=== block 1 ===
==> src/rtl/crc.sv <==
// Systematic CRC encoder: 5-bit data word, degree-2 generator, 7-bit codeword.
// The GF(2) long division is combinational; only the codeword is registered.
module crc (
    input  logic       clk,
    input  logic       rst,
    input  logic [6:0] msg,
    input  logic [2:0] gp,
    output logic [6:0] crcf
);

    logic [6:0] div_d;
    logic [1:0] rem_d;
    logic [6:0] crcf_d;
    logic [6:0] crcf_q;

    // MSB-first division; a generator with gp[2]=0 leaves the leading bit set,
    // which is intentional so that every gp value has a defined remainder.
    always_comb begin
        div_d = {msg[4:0], 2'b00};
        for (int i = 6; i >= 2; i--) begin
            if (div_d[i]) begin
                div_d[i -: 3] = div_d[i -: 3] ^ gp;
            end
        end
        rem_d  = div_d[1:0];
        crcf_d = {msg[4:0], rem_d};
    end

    always_ff @(posedge clk) begin
        if (rst) begin
            crcf_q <= 7'b0000000;
        end else begin
            crcf_q <= crcf_d;
        end
    end

    assign crcf = crcf_q;

endmodule

==> config.mk <==
export PLATFORM = sky130hd
export DESIGN_NAME = crc
export DESIGN_NICKNAME = d
export VERILOG_FILES = /design/src/rtl/crc.sv
export SDC_FILE = /design/constraint.sdc
export NUM_CORES = 1
export LEC_CHECK = 0
export CAP_MARGIN = 20
export CORE_AREA = 2 2 39 41
export CTS_BUF_LIST = sky130_fd_sc_hd__clkbuf_16
export DETAILED_ROUTE_END_ITERATION = 10
export DIE_AREA = 0 0 41 43
export GPL_ROUTABILITY_DRIVEN = 0
export SLEW_MARGIN = 20
export SYNTH_ARGS = -nofsm -noshare
export SYNTH_HDL_FRONTEND = slang
export SYNTH_SLANG_ARGS = --single-unit
==> constraint.sdc <==
create_clock -name clk -period 0.9 [get_ports clk]
set_input_delay 0.18 -clock clk [delete_from_list [all_inputs] [get_ports clk]]
set_output_delay 0.18 -clock clk [all_outputs]
set_load 0.005 [all_outputs]
==> impl_metrics.env <==
# physical design summary
export IMPL_run_status="finished, final reports clean"
export IMPL_routed_len_inst_microns=11.5
export IMPL_area_growth_syn_to_layout_pct=82.2
export IMPL_floorplanUtilization_pct=24.9
export IMPL_grt_pass1_vias=338
export IMPL_synthSimpleGateAreaFrac_pct=16.0
export IMPL_critPathTopFamily="AND-OR/OR-AND gates"
export IMPL_fmax_mhz=1160
export IMPL_synthAoiAreaFrac_pct=17.1
export IMPL_post_cts_resize_count=40
export IMPL_criticalPathCategory="input pin to flop"
export IMPL_antenna_diodes=0
export IMPL_largest_reg_flops=7
export IMPL_timing_final_crit_period_ps=859
export IMPL_fillers=145
export IMPL_cellLeakagePower_nw=0.281
export IMPL_rows=14
export IMPL_maxPowerGroup="clock"
export IMPL_area_share_clock_buf_inv_pct=12.6
export IMPL_crit_path_setup_slack_layout_ps=40.9
export IMPL_netlist_area_leader_share_pct=40.7
export IMPL_post_syn_area_per_cell_sq_um=10.1
export IMPL_comb_cell_power_mw=0.222
export IMPL_finalInstanceArea_sq_um=627
export IMPL_comb_power_share_pct=17.3
export IMPL_sequential_cell_area_sq_um=141
export IMPL_netSwitchingPower_mw=0.257
==> block_1/pdn.png <==
Bar = 10 microns. Pins as bars on the die edge. Tap cells in gray.
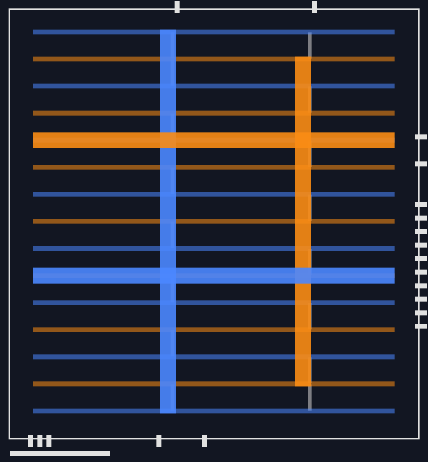
[VSS] blue
[VDD] orange
signal pins: 19
met4 straps: 2
met1 rails: 15
met5 straps: 2
tap cells: 16
peak supply drop: 0.000593 V
Core Area: 1380 sq um
die x size: 41 microns
die height: 43 microns

==> block_1/metal_stack.png <==
Bar = 10 microns. Two of the layers only.
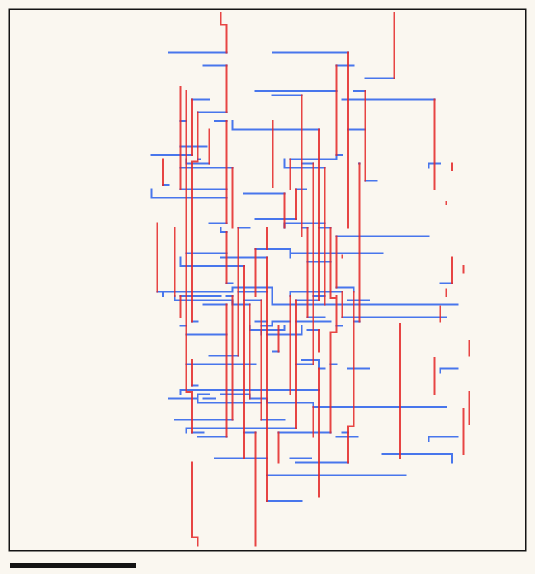
[met2] red | wire length: 430 microns
[met1] blue | wire length: 328 microns


=== block 2 ===
`src/rtl/mem_port_arbiter.sv`:
```
// mem_port_arbiter: shares one synchronous single-port RAM between instruction
// fetch (IF) and load/store (LS). LS has fixed priority, but IF is forced to win
// after STARVE_MAX consecutive denials. One transaction is in flight at a time.
// Read data is steered back to whichever port owns the outstanding access.
module mem_port_arbiter #(
  parameter int ADDR_W     = 32,
  parameter int DATA_W     = 32,
  parameter int MEM_LAT    = 1,
  parameter int STARVE_MAX = 4
) (
  input  logic                CLOCK_50,
  input  logic                RST,
  input  logic                if_req,
  input  logic [ADDR_W-1:0]   if_addr,
  output logic                if_gnt,
  output logic                if_rvalid,
  output logic [DATA_W-1:0]   if_rdata,
  input  logic                ls_req,
  input  logic                ls_we,
  input  logic [DATA_W/8-1:0] ls_be,
  input  logic [ADDR_W-1:0]   ls_addr,
  input  logic [DATA_W-1:0]   ls_wdata,
  output logic                ls_gnt,
  output logic                ls_rvalid,
  output logic [DATA_W-1:0]   ls_rdata,
  output logic                mem_en,
  output logic                mem_we,
  output logic [DATA_W/8-1:0] mem_be,
  output logic [ADDR_W-1:0]   mem_addr,
  output logic [DATA_W-1:0]   mem_wdata,
  input  logic [DATA_W-1:0]   mem_rdata
);

  localparam int BE_W  = DATA_W / 8;
  localparam int CNT_W = 3;
  localparam int SW    = $clog2(STARVE_MAX + 1);

  localparam logic [CNT_W-1:0] LAT  = CNT_W'(MEM_LAT);
  localparam logic [SW-1:0]    SMAX = SW'(STARVE_MAX);

  typedef enum logic {
    IDLE = 1'b0,
    WAIT = 1'b1
  } state_t;

  state_t            state_q, state_d;
  logic [CNT_W-1:0]  cnt_q, cnt_d;
  logic [SW-1:0]     starve_q, starve_d;
  logic              owner_ls_q, owner_ls_d;
  logic              we_q, we_d;

  logic              resp;
  logic              issue_ok;
  logic              if_win;
  logic              ls_win;

  // The response cycle is the WAIT cycle in which the latency count completes;
  // a new access may be issued in that same cycle. Nothing is issued in reset.
  assign resp     = !RST && (state_q == WAIT) && (cnt_q == LAT);
  assign issue_ok = !RST && ((state_q == IDLE) || resp);
  assign if_win   = issue_ok && if_req && ((starve_q == SMAX) || !ls_req);
  assign ls_win   = issue_ok && ls_req && !if_win;

  // State register: FSM, latency counter, starvation counter and owner.
  always_ff @(posedge CLOCK_50) begin
    if (RST) begin
      state_q    <= IDLE;
      cnt_q      <= '0;
      starve_q   <= '0;
      owner_ls_q <= 1'b0;
      we_q       <= 1'b0;
    end else begin
      state_q    <= state_d;
      cnt_q      <= cnt_d;
      starve_q   <= starve_d;
      owner_ls_q <= owner_ls_d;
      we_q       <= we_d;
    end
  end

  // Next-state logic: issue restarts the latency count, idle issue slots fall to IDLE.
  always_comb begin
    state_d    = state_q;
    cnt_d      = cnt_q;
    owner_ls_d = owner_ls_q;
    we_d       = we_q;
    starve_d   = starve_q;

    if (issue_ok) begin
      if (if_win || ls_win) begin
        state_d    = WAIT;
        cnt_d      = CNT_W'(1);
        owner_ls_d = ls_win;
        we_d       = ls_win && ls_we;
      end else begin
        state_d = IDLE;
        cnt_d   = '0;
      end
    end else if (state_q == WAIT) begin
      cnt_d = cnt_q + CNT_W'(1);
    end

    // IF loses only when it is actually asking; any IF grant or idle IF resets it.
    if (!if_req || if_win) begin
      starve_d = '0;
    end else if (ls_win && (starve_q != SMAX)) begin
      starve_d = starve_q + SW'(1);
    end
  end

  // Output logic: Mealy grants and RAM strobes, response routed to the owner.
  always_comb begin
    if_gnt    = if_win;
    ls_gnt    = ls_win;
    mem_en    = if_win || ls_win;
    mem_we    = ls_win && ls_we;
    mem_be    = '0;
    mem_addr  = '0;
    mem_wdata = '0;
    if (ls_win) begin
      mem_be    = ls_be;
      mem_addr  = ls_addr;
      mem_wdata = ls_wdata;
    end else if (if_win) begin
      mem_be    = {BE_W{1'b1}};
      mem_addr  = if_addr;
    end

    if_rvalid = resp && !owner_ls_q;
    ls_rvalid = resp && owner_ls_q;
    if_rdata  = if_rvalid ? mem_rdata : '0;
    ls_rdata  = (ls_rvalid && !we_q) ? mem_rdata : '0;
  end

endmodule

```
`config.mk`:
```
export PLATFORM = sky130hd
export DESIGN_NAME = mem_port_arbiter
export DESIGN_NICKNAME = d
export VERILOG_FILES = /design/src/rtl/mem_port_arbiter.sv
export SDC_FILE = /design/constraint.sdc
export NUM_CORES = 1
export LEC_CHECK = 0
export CAP_MARGIN = 40
export CELL_PAD_IN_SITES_DETAIL_PLACEMENT = 0
export CELL_PAD_IN_SITES_GLOBAL_PLACEMENT = 2
export CORE_ASPECT_RATIO = 0.6
export CORE_MARGIN = 2
export CORE_UTILIZATION = 10
export CTS_CLUSTER_DIAMETER = 30
export DETAILED_ROUTE_END_ITERATION = 7
export PLACE_DENSITY = 0.93
export SYNTH_ARGS = -nofsm -noshare
export SYNTH_HDL_FRONTEND = slang
export SYNTH_SLANG_ARGS = --single-unit
export TNS_END_PERCENT = 20
```
`constraint.sdc`:
```
create_clock -name CLOCK_50 -period 3.8 [get_ports CLOCK_50]
set_input_delay 1.14 -clock CLOCK_50 [delete_from_list [all_inputs] [get_ports CLOCK_50]]
set_output_delay 1.14 -clock CLOCK_50 [all_outputs]
set_load 0.01 [all_outputs]
```
==> block_2/pdn.png <==
Bar = 50 microns. Pins as bars on the die edge. Tap cells in gray.
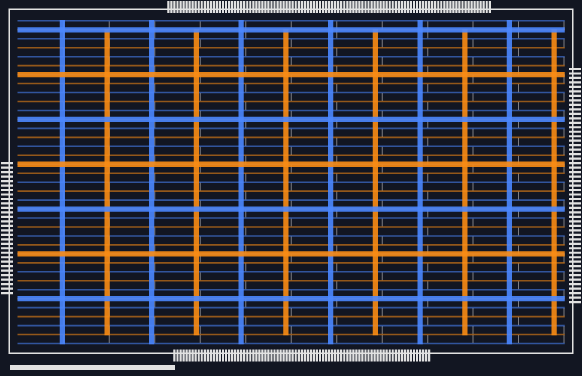
[VDD] orange
[VSS] blue
rows: 36
tap cells: 228
met4 straps: 12
signal pins: 275
met5 straps: 7
die x size: 171 microns
die height: 104 microns
peak supply drop: 0.000106 V

==> impl_metrics.env <==
# physical design summary
export IMPL_run_status="finished, final reports clean"
export IMPL_nWellTaps=228
export IMPL_layout_buffer_nonclock_area_share_pct=58.8
export IMPL_final_layout_top_logic_cell="clkdlybuf4s50_1"
export IMPL_cell_type_contributing_the_most_total_cell_area_after_synthesis="and2_1"
export IMPL_clock_latency_ps=230
export IMPL_cp_slowest_stage_delay_ps=480
export IMPL_r2r_setup_slack_ps=2090
export IMPL_wl_met3_microns=644
export IMPL_placed_inst_area_sq_um=4760
export IMPL_antenna_found_initial=0
export IMPL_detailroute_wirelength_met2_mm=5.02
export IMPL_nClkBuffers=4
export IMPL_timing_critical_path_depth=7
export IMPL_cts_post_setup_buffers_inserted=7
export IMPL_detail_route_wirelength_met1_mm=4.57
export IMPL_buffers=302
export IMPL_power_sequential_mw=0.111
export IMPL_comb_multi_input_count=210
export IMPL_synth_edff_count=0
export IMPL_seq_cell_count=9
export IMPL_path_buffers=3
export IMPL_clk_power_mw=0.183
export IMPL_grt_util_met3_pct=1.79
export IMPL_clock_root_buffer="clkbuf_16"
export IMPL_rsz0062_at_grt="true"

=== block 3 ===
==> block_3/metal_stack.png <==
Bar = 20 microns. Two of the layers only.
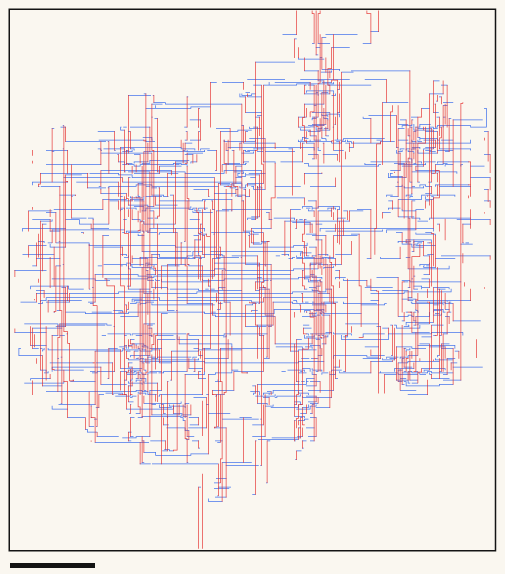
==> block_3/clock_map.png <==
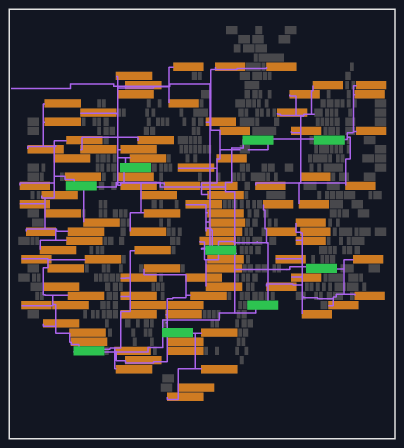
$ cat src/rtl/mac_operand_feeder.sv
// ---------------------------------------------------------------------------
// mac_operand_feeder
//
// Buffers 4-bit operand pairs from a producer in a small circular FIFO and
// issues them one at a time to a 4-bit MAC. It waits for mac_done before
// issuing the next pair. A watchdog abandons a pair if the MAC never answers.
//
// Ports
//   i_clk, i_rst       clock (rising edge), asynchronous active-high reset
//   i_wr_valid         producer has a pair on i_wr_a / i_wr_b
//   o_wr_ready         FIFO not full; a pair is taken when valid && ready
//   i_wr_a, i_wr_b     operand pair to enqueue
//   o_mac_a, o_mac_b   registered operands to the MAC, held across the job
//   o_mac_go           one-cycle start pulse (high only in ISSUE)
//   i_mac_done         MAC completion, only looked at in WAIT
//   o_level            pairs held, including the one in flight
//   o_issued_cnt       pairs completed with done (wraps at 256)
//   o_timeout_err      sticky flag, set when a pair is abandoned
//   o_busy             FSM is not IDLE
// ---------------------------------------------------------------------------
module mac_operand_feeder #(
    parameter int DEPTH   = 8,
    parameter int TIMEOUT = 64
) (
    input  logic                       i_clk,
    input  logic                       i_rst,
    input  logic                       i_wr_valid,
    output logic                       o_wr_ready,
    input  logic [3:0]                 i_wr_a,
    input  logic [3:0]                 i_wr_b,
    output logic [3:0]                 o_mac_a,
    output logic [3:0]                 o_mac_b,
    output logic                       o_mac_go,
    input  logic                       i_mac_done,
    output logic [$clog2(DEPTH+1)-1:0] o_level,
    output logic [7:0]                 o_issued_cnt,
    output logic                       o_timeout_err,
    output logic                       o_busy
);

    localparam int PW = $clog2(DEPTH);
    localparam int LW = $clog2(DEPTH+1);
    localparam int WW = $clog2(TIMEOUT);

    typedef enum logic [1:0] {
        S_IDLE  = 2'd0,
        S_ISSUE = 2'd1,
        S_WAIT  = 2'd2
    } state_t;

    state_t        r_state;
    state_t        w_state_next;

    logic [3:0]    r_mem_a [DEPTH];
    logic [3:0]    r_mem_b [DEPTH];
    logic [PW-1:0] r_wr_ptr;
    logic [PW-1:0] r_rd_ptr;
    logic [LW-1:0] r_level;
    logic [WW-1:0] r_wd;
    logic [3:0]    r_mac_a;
    logic [3:0]    r_mac_b;
    logic [7:0]    r_issued;
    logic          r_terr;

    logic          w_push;
    logic          w_pop;
    logic          w_load;
    logic          w_done;
    logic          w_tmo;

    // Full is judged on the registered level, so there is no combinational
    // path from i_wr_valid to o_wr_ready.
    assign w_push = i_wr_valid && (r_level != LW'(DEPTH));
    // The head stays in the FIFO while in flight; it leaves only when its
    // transaction ends, either way.
    assign w_pop  = w_done || w_tmo;

    always_comb begin
        w_state_next = r_state;
        w_load       = 1'b0;
        w_done       = 1'b0;
        w_tmo        = 1'b0;
        case (r_state)
            S_IDLE: begin
                if (r_level != '0) begin
                    w_load       = 1'b1;
                    w_state_next = S_ISSUE;
                end
            end
            S_ISSUE: begin
                w_state_next = S_WAIT;
            end
            S_WAIT: begin
                // done takes priority over an expiring watchdog
                if (i_mac_done) begin
                    w_done       = 1'b1;
                    w_state_next = S_IDLE;
                end else if (r_wd == WW'(TIMEOUT-1)) begin
                    w_tmo        = 1'b1;
                    w_state_next = S_IDLE;
                end
            end
            default: begin
                w_state_next = S_IDLE;
            end
        endcase
    end

    // Storage array carries no reset so it maps onto distributed/block RAM;
    // its contents are only read once a slot has been written.
    always_ff @(posedge i_clk) begin
        if (w_push) begin
            r_mem_a[r_wr_ptr] <= i_wr_a;
            r_mem_b[r_wr_ptr] <= i_wr_b;
        end
    end

    always_ff @(posedge i_clk or posedge i_rst) begin
        if (i_rst) begin
            r_state  <= S_IDLE;
            r_wr_ptr <= '0;
            r_rd_ptr <= '0;
            r_level  <= '0;
            r_wd     <= '0;
            r_mac_a  <= '0;
            r_mac_b  <= '0;
            r_issued <= '0;
            r_terr   <= 1'b0;
        end else begin
            r_state <= w_state_next;

            // DEPTH is a power of two, so pointers wrap naturally.
            if (w_push) r_wr_ptr <= r_wr_ptr + 1'b1;
            if (w_pop)  r_rd_ptr <= r_rd_ptr + 1'b1;

            case ({w_push, w_pop})
                2'b10:   r_level <= r_level + 1'b1;
                2'b01:   r_level <= r_level - 1'b1;
                default: r_level <= r_level;
            endcase

            if (w_load) begin
                r_mac_a <= r_mem_a[r_rd_ptr];
                r_mac_b <= r_mem_b[r_rd_ptr];
            end

            if (r_state == S_ISSUE) begin
                r_wd <= '0;
            end else if (r_state == S_WAIT && !w_pop) begin
                r_wd <= r_wd + 1'b1;
            end

            if (w_done) r_issued <= r_issued + 1'b1;
            if (w_tmo)  r_terr   <= 1'b1;
        end
    end

    assign o_wr_ready    = (r_level != LW'(DEPTH));
    assign o_level       = r_level;
    assign o_mac_a       = r_mac_a;
    assign o_mac_b       = r_mac_b;
    assign o_mac_go      = (r_state == S_ISSUE);
    assign o_busy        = (r_state != S_IDLE);
    assign o_issued_cnt  = r_issued;
    assign o_timeout_err = r_terr;

endmodule

$ cat config.mk
export PLATFORM = sky130hd
export DESIGN_NAME = mac_operand_feeder
export DESIGN_NICKNAME = d
export VERILOG_FILES = /design/src/rtl/mac_operand_feeder.sv
export SDC_FILE = /design/constraint.sdc
export NUM_CORES = 1
export LEC_CHECK = 0
export ABC_AREA = 1
export ABC_CLOCK_PERIOD_IN_PS = 5200
export CAP_MARGIN = 20
export CORE_AREA = 2 2 112 125
export CTS_CLUSTER_DIAMETER = 200
export CTS_CLUSTER_SIZE = 20
export DETAILED_ROUTE_END_ITERATION = 6
export DIE_AREA = 0 0 114 127
export MAX_ROUTING_LAYER = met4
export PLACE_DENSITY = 0.58
export SLEW_MARGIN = 20
export SYNTH_ARGS = -nofsm -noshare
export SYNTH_HDL_FRONTEND = slang
export SYNTH_SLANG_ARGS = --single-unit
$ cat constraint.sdc
create_clock -name i_clk -period 5.2 [get_ports i_clk]
set_clock_uncertainty 0.05 [all_clocks]
set_input_delay 1.04 -clock i_clk [delete_from_list [all_inputs] [get_ports i_clk]]
set_output_delay 1.04 -clock i_clk [all_outputs]
set_load 0.05 [all_outputs]
==> impl_metrics.env <==
# physical design summary
export IMPL_antenna_found_initial=0
export IMPL_synth_chip_area_sq_um=4530
export IMPL_worstPathArrival_ps=1960
export IMPL_run_status="finished, final reports clean"
export IMPL_timing_rr_start="r_wd[0]$_DFFE_PP0P_"
export IMPL_maxPowerGroup="combinational logic"
export IMPL_numClockSinks=99
export IMPL_synth_adder_area_share_pct=2.38
export IMPL_detailroute_wirelength_met2_mm=4.50
export IMPL_min_delay_path_depth=2
export IMPL_fmax_mhz=328
export IMPL_pre_cts_ws_ps=2070
export IMPL_synth_area_mux_share_pct=0
export IMPL_detailroute_via_count=3058
export IMPL_nWellTaps=161
export IMPL_ys_cells=462
export IMPL_hold_buffers=0
export IMPL_setup_tns_final_ps=0
export IMPL_detail_route_wirelength_met1_mm=4.07
export IMPL_most_common_layout_cells="nand2_1 (152), inv_1 (75), edfxtp_1 (64), nand3_1 (56)"
export IMPL_buffers=37
export IMPL_final_layout_top_logic_cell="nand2_1"
export IMPL_crit_path_end_kind="primary output"
export IMPL_seq_share_pct=52.8
export IMPL_cell_type_contributing_the_most_total_cell_area_after_synthesis="edfxtp_1"
export IMPL_critical_path_cell_chain="inv_1 -> nor2_1 -> clkdlybuf4s50_1"
export IMPL_sequential_cell_area_sq_um=2800
export IMPL_antenna_diodes=0
export IMPL_synthAoiAreaFrac_pct=1.66
export IMPL_clk_power_mw=0.615
export IMPL_floorplanUtilization_pct=34.6
export IMPL_seq_cell_count=99
export IMPL_finalClockPeriodUsage_pct=58.6
export IMPL_swShare_pct=42.3
## Picture notes: block_3/metal_stack.png
[met1] blue | wire length: 4,070 microns
[met2] red | wire length: 4,500 microns

## Picture notes: block_3/clock_map.png
[flip-flops] orange | count: 99
[cells driving clock nets] green | count: 9
[clock wires] purple | length: 1,250 microns
routed clock nets: 10


=== block 4 ===
$ cat config.mk
export PLATFORM = sky130hd
export DESIGN_NAME = btb_update_unit_flat
export DESIGN_NICKNAME = d
export VERILOG_FILES = /design/src/rtl/btb_pkg.sv /design/src/rtl/btb_update_unit_if.sv /design/src/rtl/update_fifo.sv /design/src/rtl/btb_update_unit.sv /design/src/flat_wrapper.sv
export SDC_FILE = /design/constraint.sdc
export NUM_CORES = 1
export LEC_CHECK = 0
export CORE_MARGIN = 4
export CORE_UTILIZATION = 30
export CTS_CLUSTER_DIAMETER = 40
export CTS_CLUSTER_SIZE = 12
export DETAILED_ROUTE_END_ITERATION = 6
export SYNTH_ARGS = -nofsm -noshare
export SYNTH_HDL_FRONTEND = slang
export SYNTH_SLANG_ARGS = --single-unit
export TNS_END_PERCENT = 100
$ cat constraint.sdc
create_clock -name clk -period 4.6 [get_ports clk]
set_clock_uncertainty 0.15 [all_clocks]
set_input_delay 0.92 -clock clk [delete_from_list [all_inputs] [get_ports clk]]
set_output_delay 0.92 -clock clk [all_outputs]
set_load 0.01 [all_outputs]
$ cat src/rtl/btb_pkg.sv
// Shared types and constants for the BTB update path.
package btb_pkg;

    localparam int WIDTH   = 31;  // MSB index of full instruction address / target
    localparam int B_WIDTH = 7;   // MSB index of PC bits kept by the BTB (index + tag)
    localparam int INDEX   = 3;   // MSB index of the BTB index field

    localparam int INSTR_BYTES = 4;

    // One queued BTB write: PC slice, target and the valid bit to store.
    typedef struct packed {
        logic [B_WIDTH:0] pc;
        logic [WIDTH:0]   target;
        logic             taken;
    } btb_update_t;

endpackage

$ cat src/rtl/btb_update_unit_if.sv
// Resolve handshake, BTB write port and redirect bundle of the update unit.
interface btb_update_unit_if;
    import btb_pkg::*;

    logic             resolveValid;
    logic             resolveReady;
    logic [WIDTH:0]   branchPC;
    logic             branchTaken;
    logic [WIDTH:0]   branchTarget;
    logic             predTaken;
    logic [WIDTH:0]   predTarget;
    logic             writeBTB;
    logic [B_WIDTH:0] oldPC;
    logic [WIDTH:0]   resolvedTarget;
    logic             takenBranch;
    logic             redirect;
    logic [WIDTH:0]   redirectPC;
    logic [15:0]      mispredictCount;

    // Branch ALU / BTB side.
    modport master (
        output resolveValid, branchPC, branchTaken, branchTarget, predTaken, predTarget,
        input  resolveReady, writeBTB, oldPC, resolvedTarget, takenBranch,
        input  redirect, redirectPC, mispredictCount
    );

    // Update unit side.
    modport slave (
        input  resolveValid, branchPC, branchTaken, branchTarget, predTaken, predTarget,
        output resolveReady, writeBTB, oldPC, resolvedTarget, takenBranch,
        output redirect, redirectPC, mispredictCount
    );

endinterface

$ cat src/rtl/update_fifo.sv
// Small synchronous FIFO of pending BTB writes; no bypass in either direction.
module update_fifo
    import btb_pkg::*;
#(
    parameter int DEPTH = 4
) (
    input  logic        clk,
    input  logic        reset,
    input  logic        push,
    input  logic        pop,
    input  btb_update_t wdata,
    output btb_update_t rdata,
    output logic        full,
    output logic        empty
);

    localparam int AW = $clog2(DEPTH);

    // Extra MSB on each pointer separates full from empty when the low bits match.
    logic [AW:0] wr_ptr;
    logic [AW:0] rd_ptr;
    btb_update_t mem [DEPTH];

    logic do_push;
    logic do_pop;

    assign do_push = push && !full;
    assign do_pop  = pop && !empty;

    assign empty = (wr_ptr == rd_ptr);
    assign full  = (wr_ptr[AW] != rd_ptr[AW]) && (wr_ptr[AW-1:0] == rd_ptr[AW-1:0]);

    // Head is forced to zero while empty so the write bus idles at zero.
    assign rdata = empty ? '0 : mem[rd_ptr[AW-1:0]];

    // Pointer advance; reset discards all queued entries.
    always_ff @(posedge clk) begin
        // NOTE: sequential state uses <= so every flop samples pre-edge values.
        if (reset) begin
            wr_ptr <= '0;
            rd_ptr <= '0;
        end else begin
            if (do_push) wr_ptr <= wr_ptr + (AW+1)'(1);
            if (do_pop)  rd_ptr <= rd_ptr + (AW+1)'(1);
        end
    end

    // Entry storage.
    always_ff @(posedge clk) begin
        // NOTE: storage is not reset; the pointers alone define which entries are live.
        if (do_push) mem[wr_ptr[AW-1:0]] <= wdata;
    end

endmodule

$ cat src/rtl/btb_update_unit.sv
// Compares resolved branches with fetch-time predictions, issues fetch
// redirects and queues BTB corrections that drain one per cycle.
module btb_update_unit
    import btb_pkg::*;
#(
    parameter int DEPTH = 4
) (
    input  logic              clk,
    input  logic              reset,
    btb_update_unit_if.slave  bus
);

    logic        accept;
    logic        mispredict;
    logic        need_update;
    logic        fifo_full;
    logic        fifo_empty;
    logic [WIDTH:0] fix_pc;
    btb_update_t push_entry;
    btb_update_t head;

    assign bus.resolveReady = !fifo_full;
    assign accept           = bus.resolveValid && bus.resolveReady;

    // Outcome vs prediction and the entry a correction would write.
    always_comb begin
        // NOTE: every always_comb output gets a default first so no latch is inferred.
        mispredict  = 1'b0;
        need_update = 1'b0;
        fix_pc      = bus.branchPC + (WIDTH+1)'(INSTR_BYTES);
        push_entry  = '{pc: bus.branchPC[B_WIDTH:0], target: bus.branchTarget,
                        taken: bus.branchTaken};
        if (bus.predTaken != bus.branchTaken) begin
            mispredict = 1'b1;
        end else if (bus.branchTaken && bus.predTarget != bus.branchTarget) begin
            mispredict = 1'b1;
        end
        if (bus.branchTaken) begin
            need_update = !bus.predTaken || (bus.predTarget != bus.branchTarget);
        end else begin
            need_update = bus.predTaken;
        end
        if (bus.branchTaken) fix_pc = bus.branchTarget;
    end

    update_fifo #(.DEPTH(DEPTH)) u_fifo (
        .clk   (clk),
        .reset (reset),
        .push  (accept && need_update),
        .pop   (!fifo_empty),
        .wdata (push_entry),
        .rdata (head),
        .full  (fifo_full),
        .empty (fifo_empty)
    );

    // The BTB always accepts, so the head is written whenever one exists.
    assign bus.writeBTB       = !fifo_empty;
    assign bus.oldPC          = head.pc;
    assign bus.resolvedTarget = head.target;
    assign bus.takenBranch    = head.taken;

    // One-cycle redirect pulse, correct fetch PC and saturating mispredict count.
    always_ff @(posedge clk) begin
        if (reset) begin
            bus.redirect        <= 1'b0;
            bus.redirectPC      <= '0;
            bus.mispredictCount <= '0;
        end else begin
            bus.redirect <= accept && mispredict;
            if (accept && mispredict) begin
                bus.redirectPC <= fix_pc;
                if (bus.mispredictCount != 16'hFFFF)
                    bus.mispredictCount <= bus.mispredictCount + 16'd1;
            end
        end
    end

endmodule

$ cat src/flat_wrapper.sv
// flat-port wrapper written by rule: the top's interface ports become plain ports
module btb_update_unit_flat import btb_pkg::*;
#(
    parameter int DEPTH = 4
)
  (clk, reset, bus_resolveValid, bus_branchPC, bus_branchTaken, bus_branchTarget, bus_predTaken, bus_predTarget, bus_resolveReady, bus_writeBTB, bus_oldPC, bus_resolvedTarget, bus_takenBranch, bus_redirect, bus_redirectPC, bus_mispredictCount);
  btb_update_unit_if bus_i ();
  input  logic clk;
  input  logic reset;
  input wire logic [$bits(bus_i.resolveValid)-1:0] bus_resolveValid;
  input wire logic [$bits(bus_i.branchPC)-1:0] bus_branchPC;
  input wire logic [$bits(bus_i.branchTaken)-1:0] bus_branchTaken;
  input wire logic [$bits(bus_i.branchTarget)-1:0] bus_branchTarget;
  input wire logic [$bits(bus_i.predTaken)-1:0] bus_predTaken;
  input wire logic [$bits(bus_i.predTarget)-1:0] bus_predTarget;
  output wire logic [$bits(bus_i.resolveReady)-1:0] bus_resolveReady;
  output wire logic [$bits(bus_i.writeBTB)-1:0] bus_writeBTB;
  output wire logic [$bits(bus_i.oldPC)-1:0] bus_oldPC;
  output wire logic [$bits(bus_i.resolvedTarget)-1:0] bus_resolvedTarget;
  output wire logic [$bits(bus_i.takenBranch)-1:0] bus_takenBranch;
  output wire logic [$bits(bus_i.redirect)-1:0] bus_redirect;
  output wire logic [$bits(bus_i.redirectPC)-1:0] bus_redirectPC;
  output wire logic [$bits(bus_i.mispredictCount)-1:0] bus_mispredictCount;
  assign bus_i.resolveValid = bus_resolveValid;
  assign bus_i.branchPC = bus_branchPC;
  assign bus_i.branchTaken = bus_branchTaken;
  assign bus_i.branchTarget = bus_branchTarget;
  assign bus_i.predTaken = bus_predTaken;
  assign bus_i.predTarget = bus_predTarget;
  assign bus_resolveReady = bus_i.resolveReady;
  assign bus_writeBTB = bus_i.writeBTB;
  assign bus_oldPC = bus_i.oldPC;
  assign bus_resolvedTarget = bus_i.resolvedTarget;
  assign bus_takenBranch = bus_i.takenBranch;
  assign bus_redirect = bus_i.redirect;
  assign bus_redirectPC = bus_i.redirectPC;
  assign bus_mispredictCount = bus_i.mispredictCount;
  btb_update_unit #(.DEPTH(DEPTH)) u_core (.clk(clk), .reset(reset), .bus(bus_i));
endmodule
==> block_4/metal_stack.png <==
Bar = 50 microns. Two of the layers only.
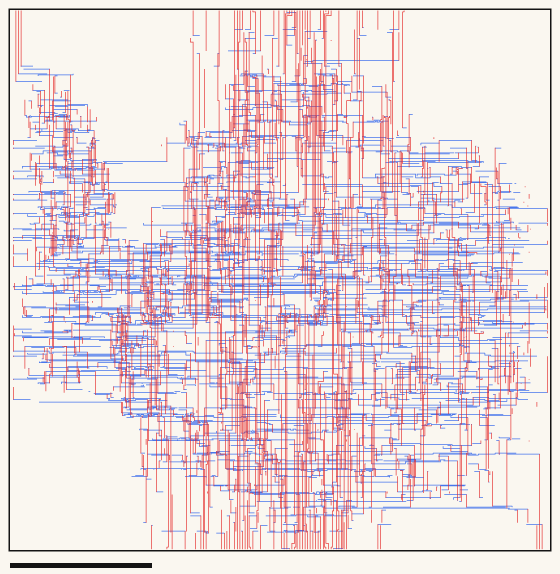
[met1] blue | wire length: 13,900 microns
[met2] red | wire length: 14,500 microns

==> block_4/final_placement.png <==
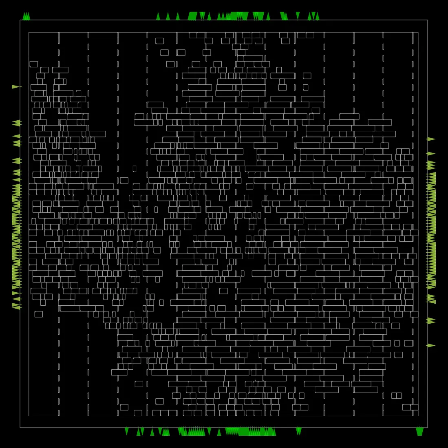
count of non-filler cells in the finished layout: 1,436
final core area utilization: 42.2%
Seq/total area: 44.0%
TAP cells: 442
Flop Count: 221

==> impl_metrics.env <==
# physical design summary
export IMPL_sequential_cell_area_sq_um=6070
export IMPL_worst_setup_hold_path_clk_slew_ps=50
export IMPL_comb_share_pct=26.8
export IMPL_place_detailed_hpwl_mm=22.1
export IMPL_hold_buffers=0
export IMPL_synth_area_mux_share_pct=12.1
export IMPL_synth_async_sr_flop_share_pct=0
export IMPL_worst_hold_start="u_core.bus.redirectPC[16]$_SDFFE_PP0P_"
export IMPL_reg2regPathDepth=6
export IMPL_critPathTopFamily="buffers and inverters"
export IMPL_grt_start_max_net_pins=56
export IMPL_detailroute_wirelength_met2_mm=14.5
export IMPL_final_setup_viol_count=0
export IMPL_rows=66
export IMPL_drt_iter0_markers=459
export IMPL_r2r_setup_slack_ps=1920
export IMPL_met1_usage_pct=23.8
export IMPL_comb_cell_power_mw=1.72
export IMPL_gr_total_overflow=0
export IMPL_cts_post_setup_buffers_inserted=0
export IMPL_groute_layer_met2_usage_pct=26.4
export IMPL_post_route_drc_count=0
export IMPL_comb_power_share_pct=25.2
export IMPL_ys_cells=749
export IMPL_detailedRoute_firstPassIterationCount=5
export IMPL_run_status="finished, final reports clean"
export IMPL_synth_chip_area_sq_um=10000
export IMPL_timing_max_transition_violations_final=0
export IMPL_antenna_diodes=1
export IMPL_routed_len_inst_microns=21.5
export IMPL_criticalPathCategory="flop to primary output"
export IMPL_cp_slowest_stage_delay_ps=670
export IMPL_crit_path_setup_slack_layout_ps=952
export IMPL_grt_total_usage_pct=16.8
export IMPL_most_common_layout_cells="clkdlybuf4s50_1 (191), edfxtp_1 (164), dfxtp_1 (55), xnor2_1 (42), and2_1 (42)"
export IMPL_grt_pass1_vias=7174
export IMPL_die_h_microns=191
export IMPL_pre_cts_ws_ps=707
==> block_4/clock_map.png <==
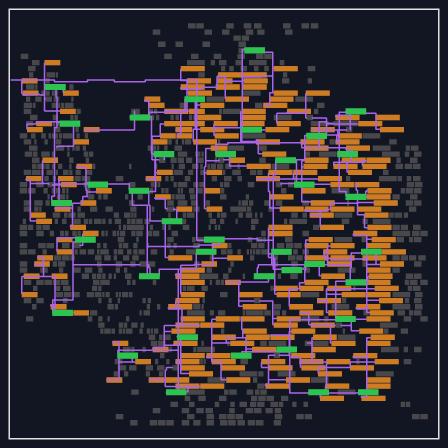
[clock wires] purple | length: 3,000 microns
[flip-flops] orange | count: 221
[cells driving clock nets] green | count: 37
routed clock nets: 38



==> layout pictures side by side <==
Cells colored by class.
(a)
Bar = 50 microns.
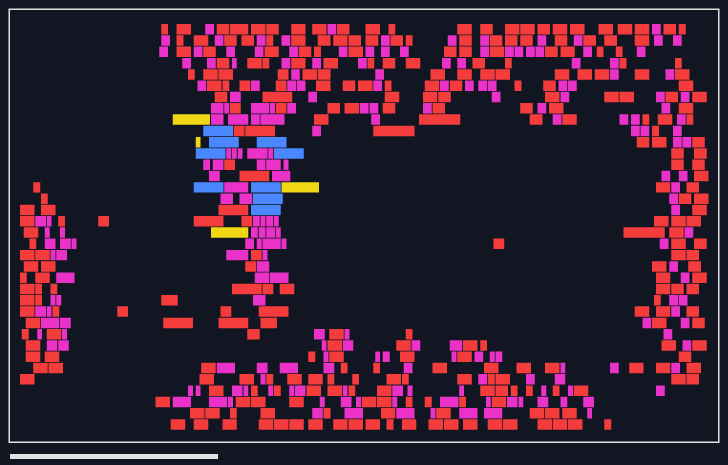
(b)
Bar = 50 microns.
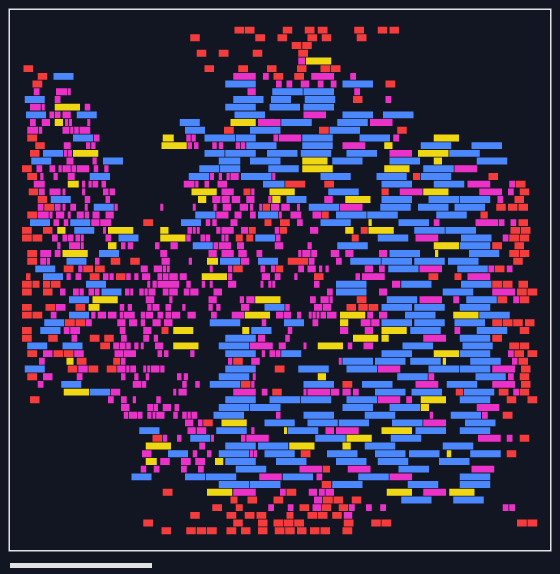
(c)
Bar = 10 microns.
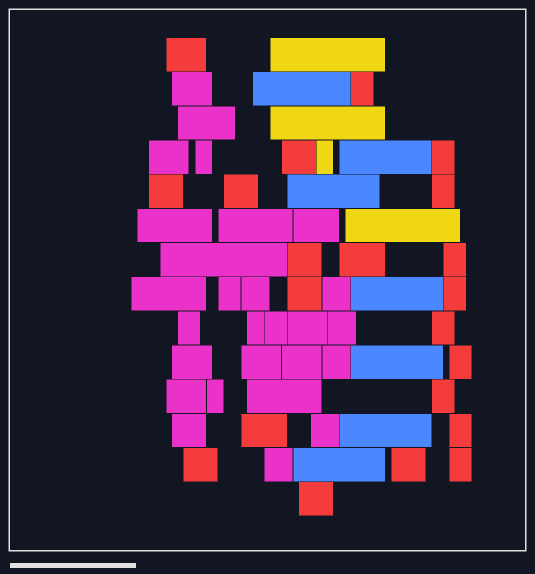
(d)
Bar = 20 microns.
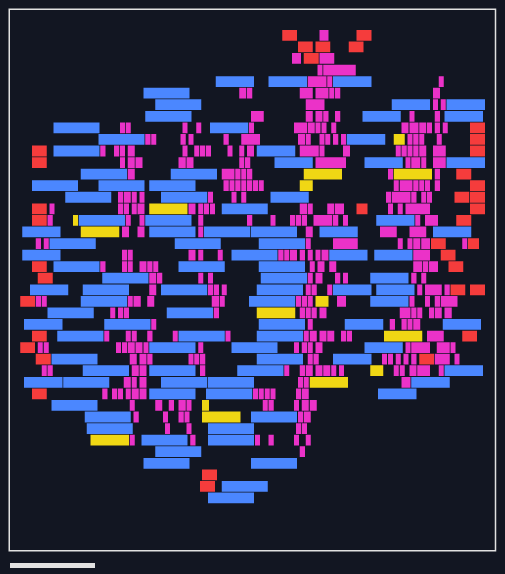
- most sequential cells: (b)
- fewest cells: (c)
(c) comes from block 1.
(d) comes from block 3.
(a) comes from block 2.
(b) comes from block 4.

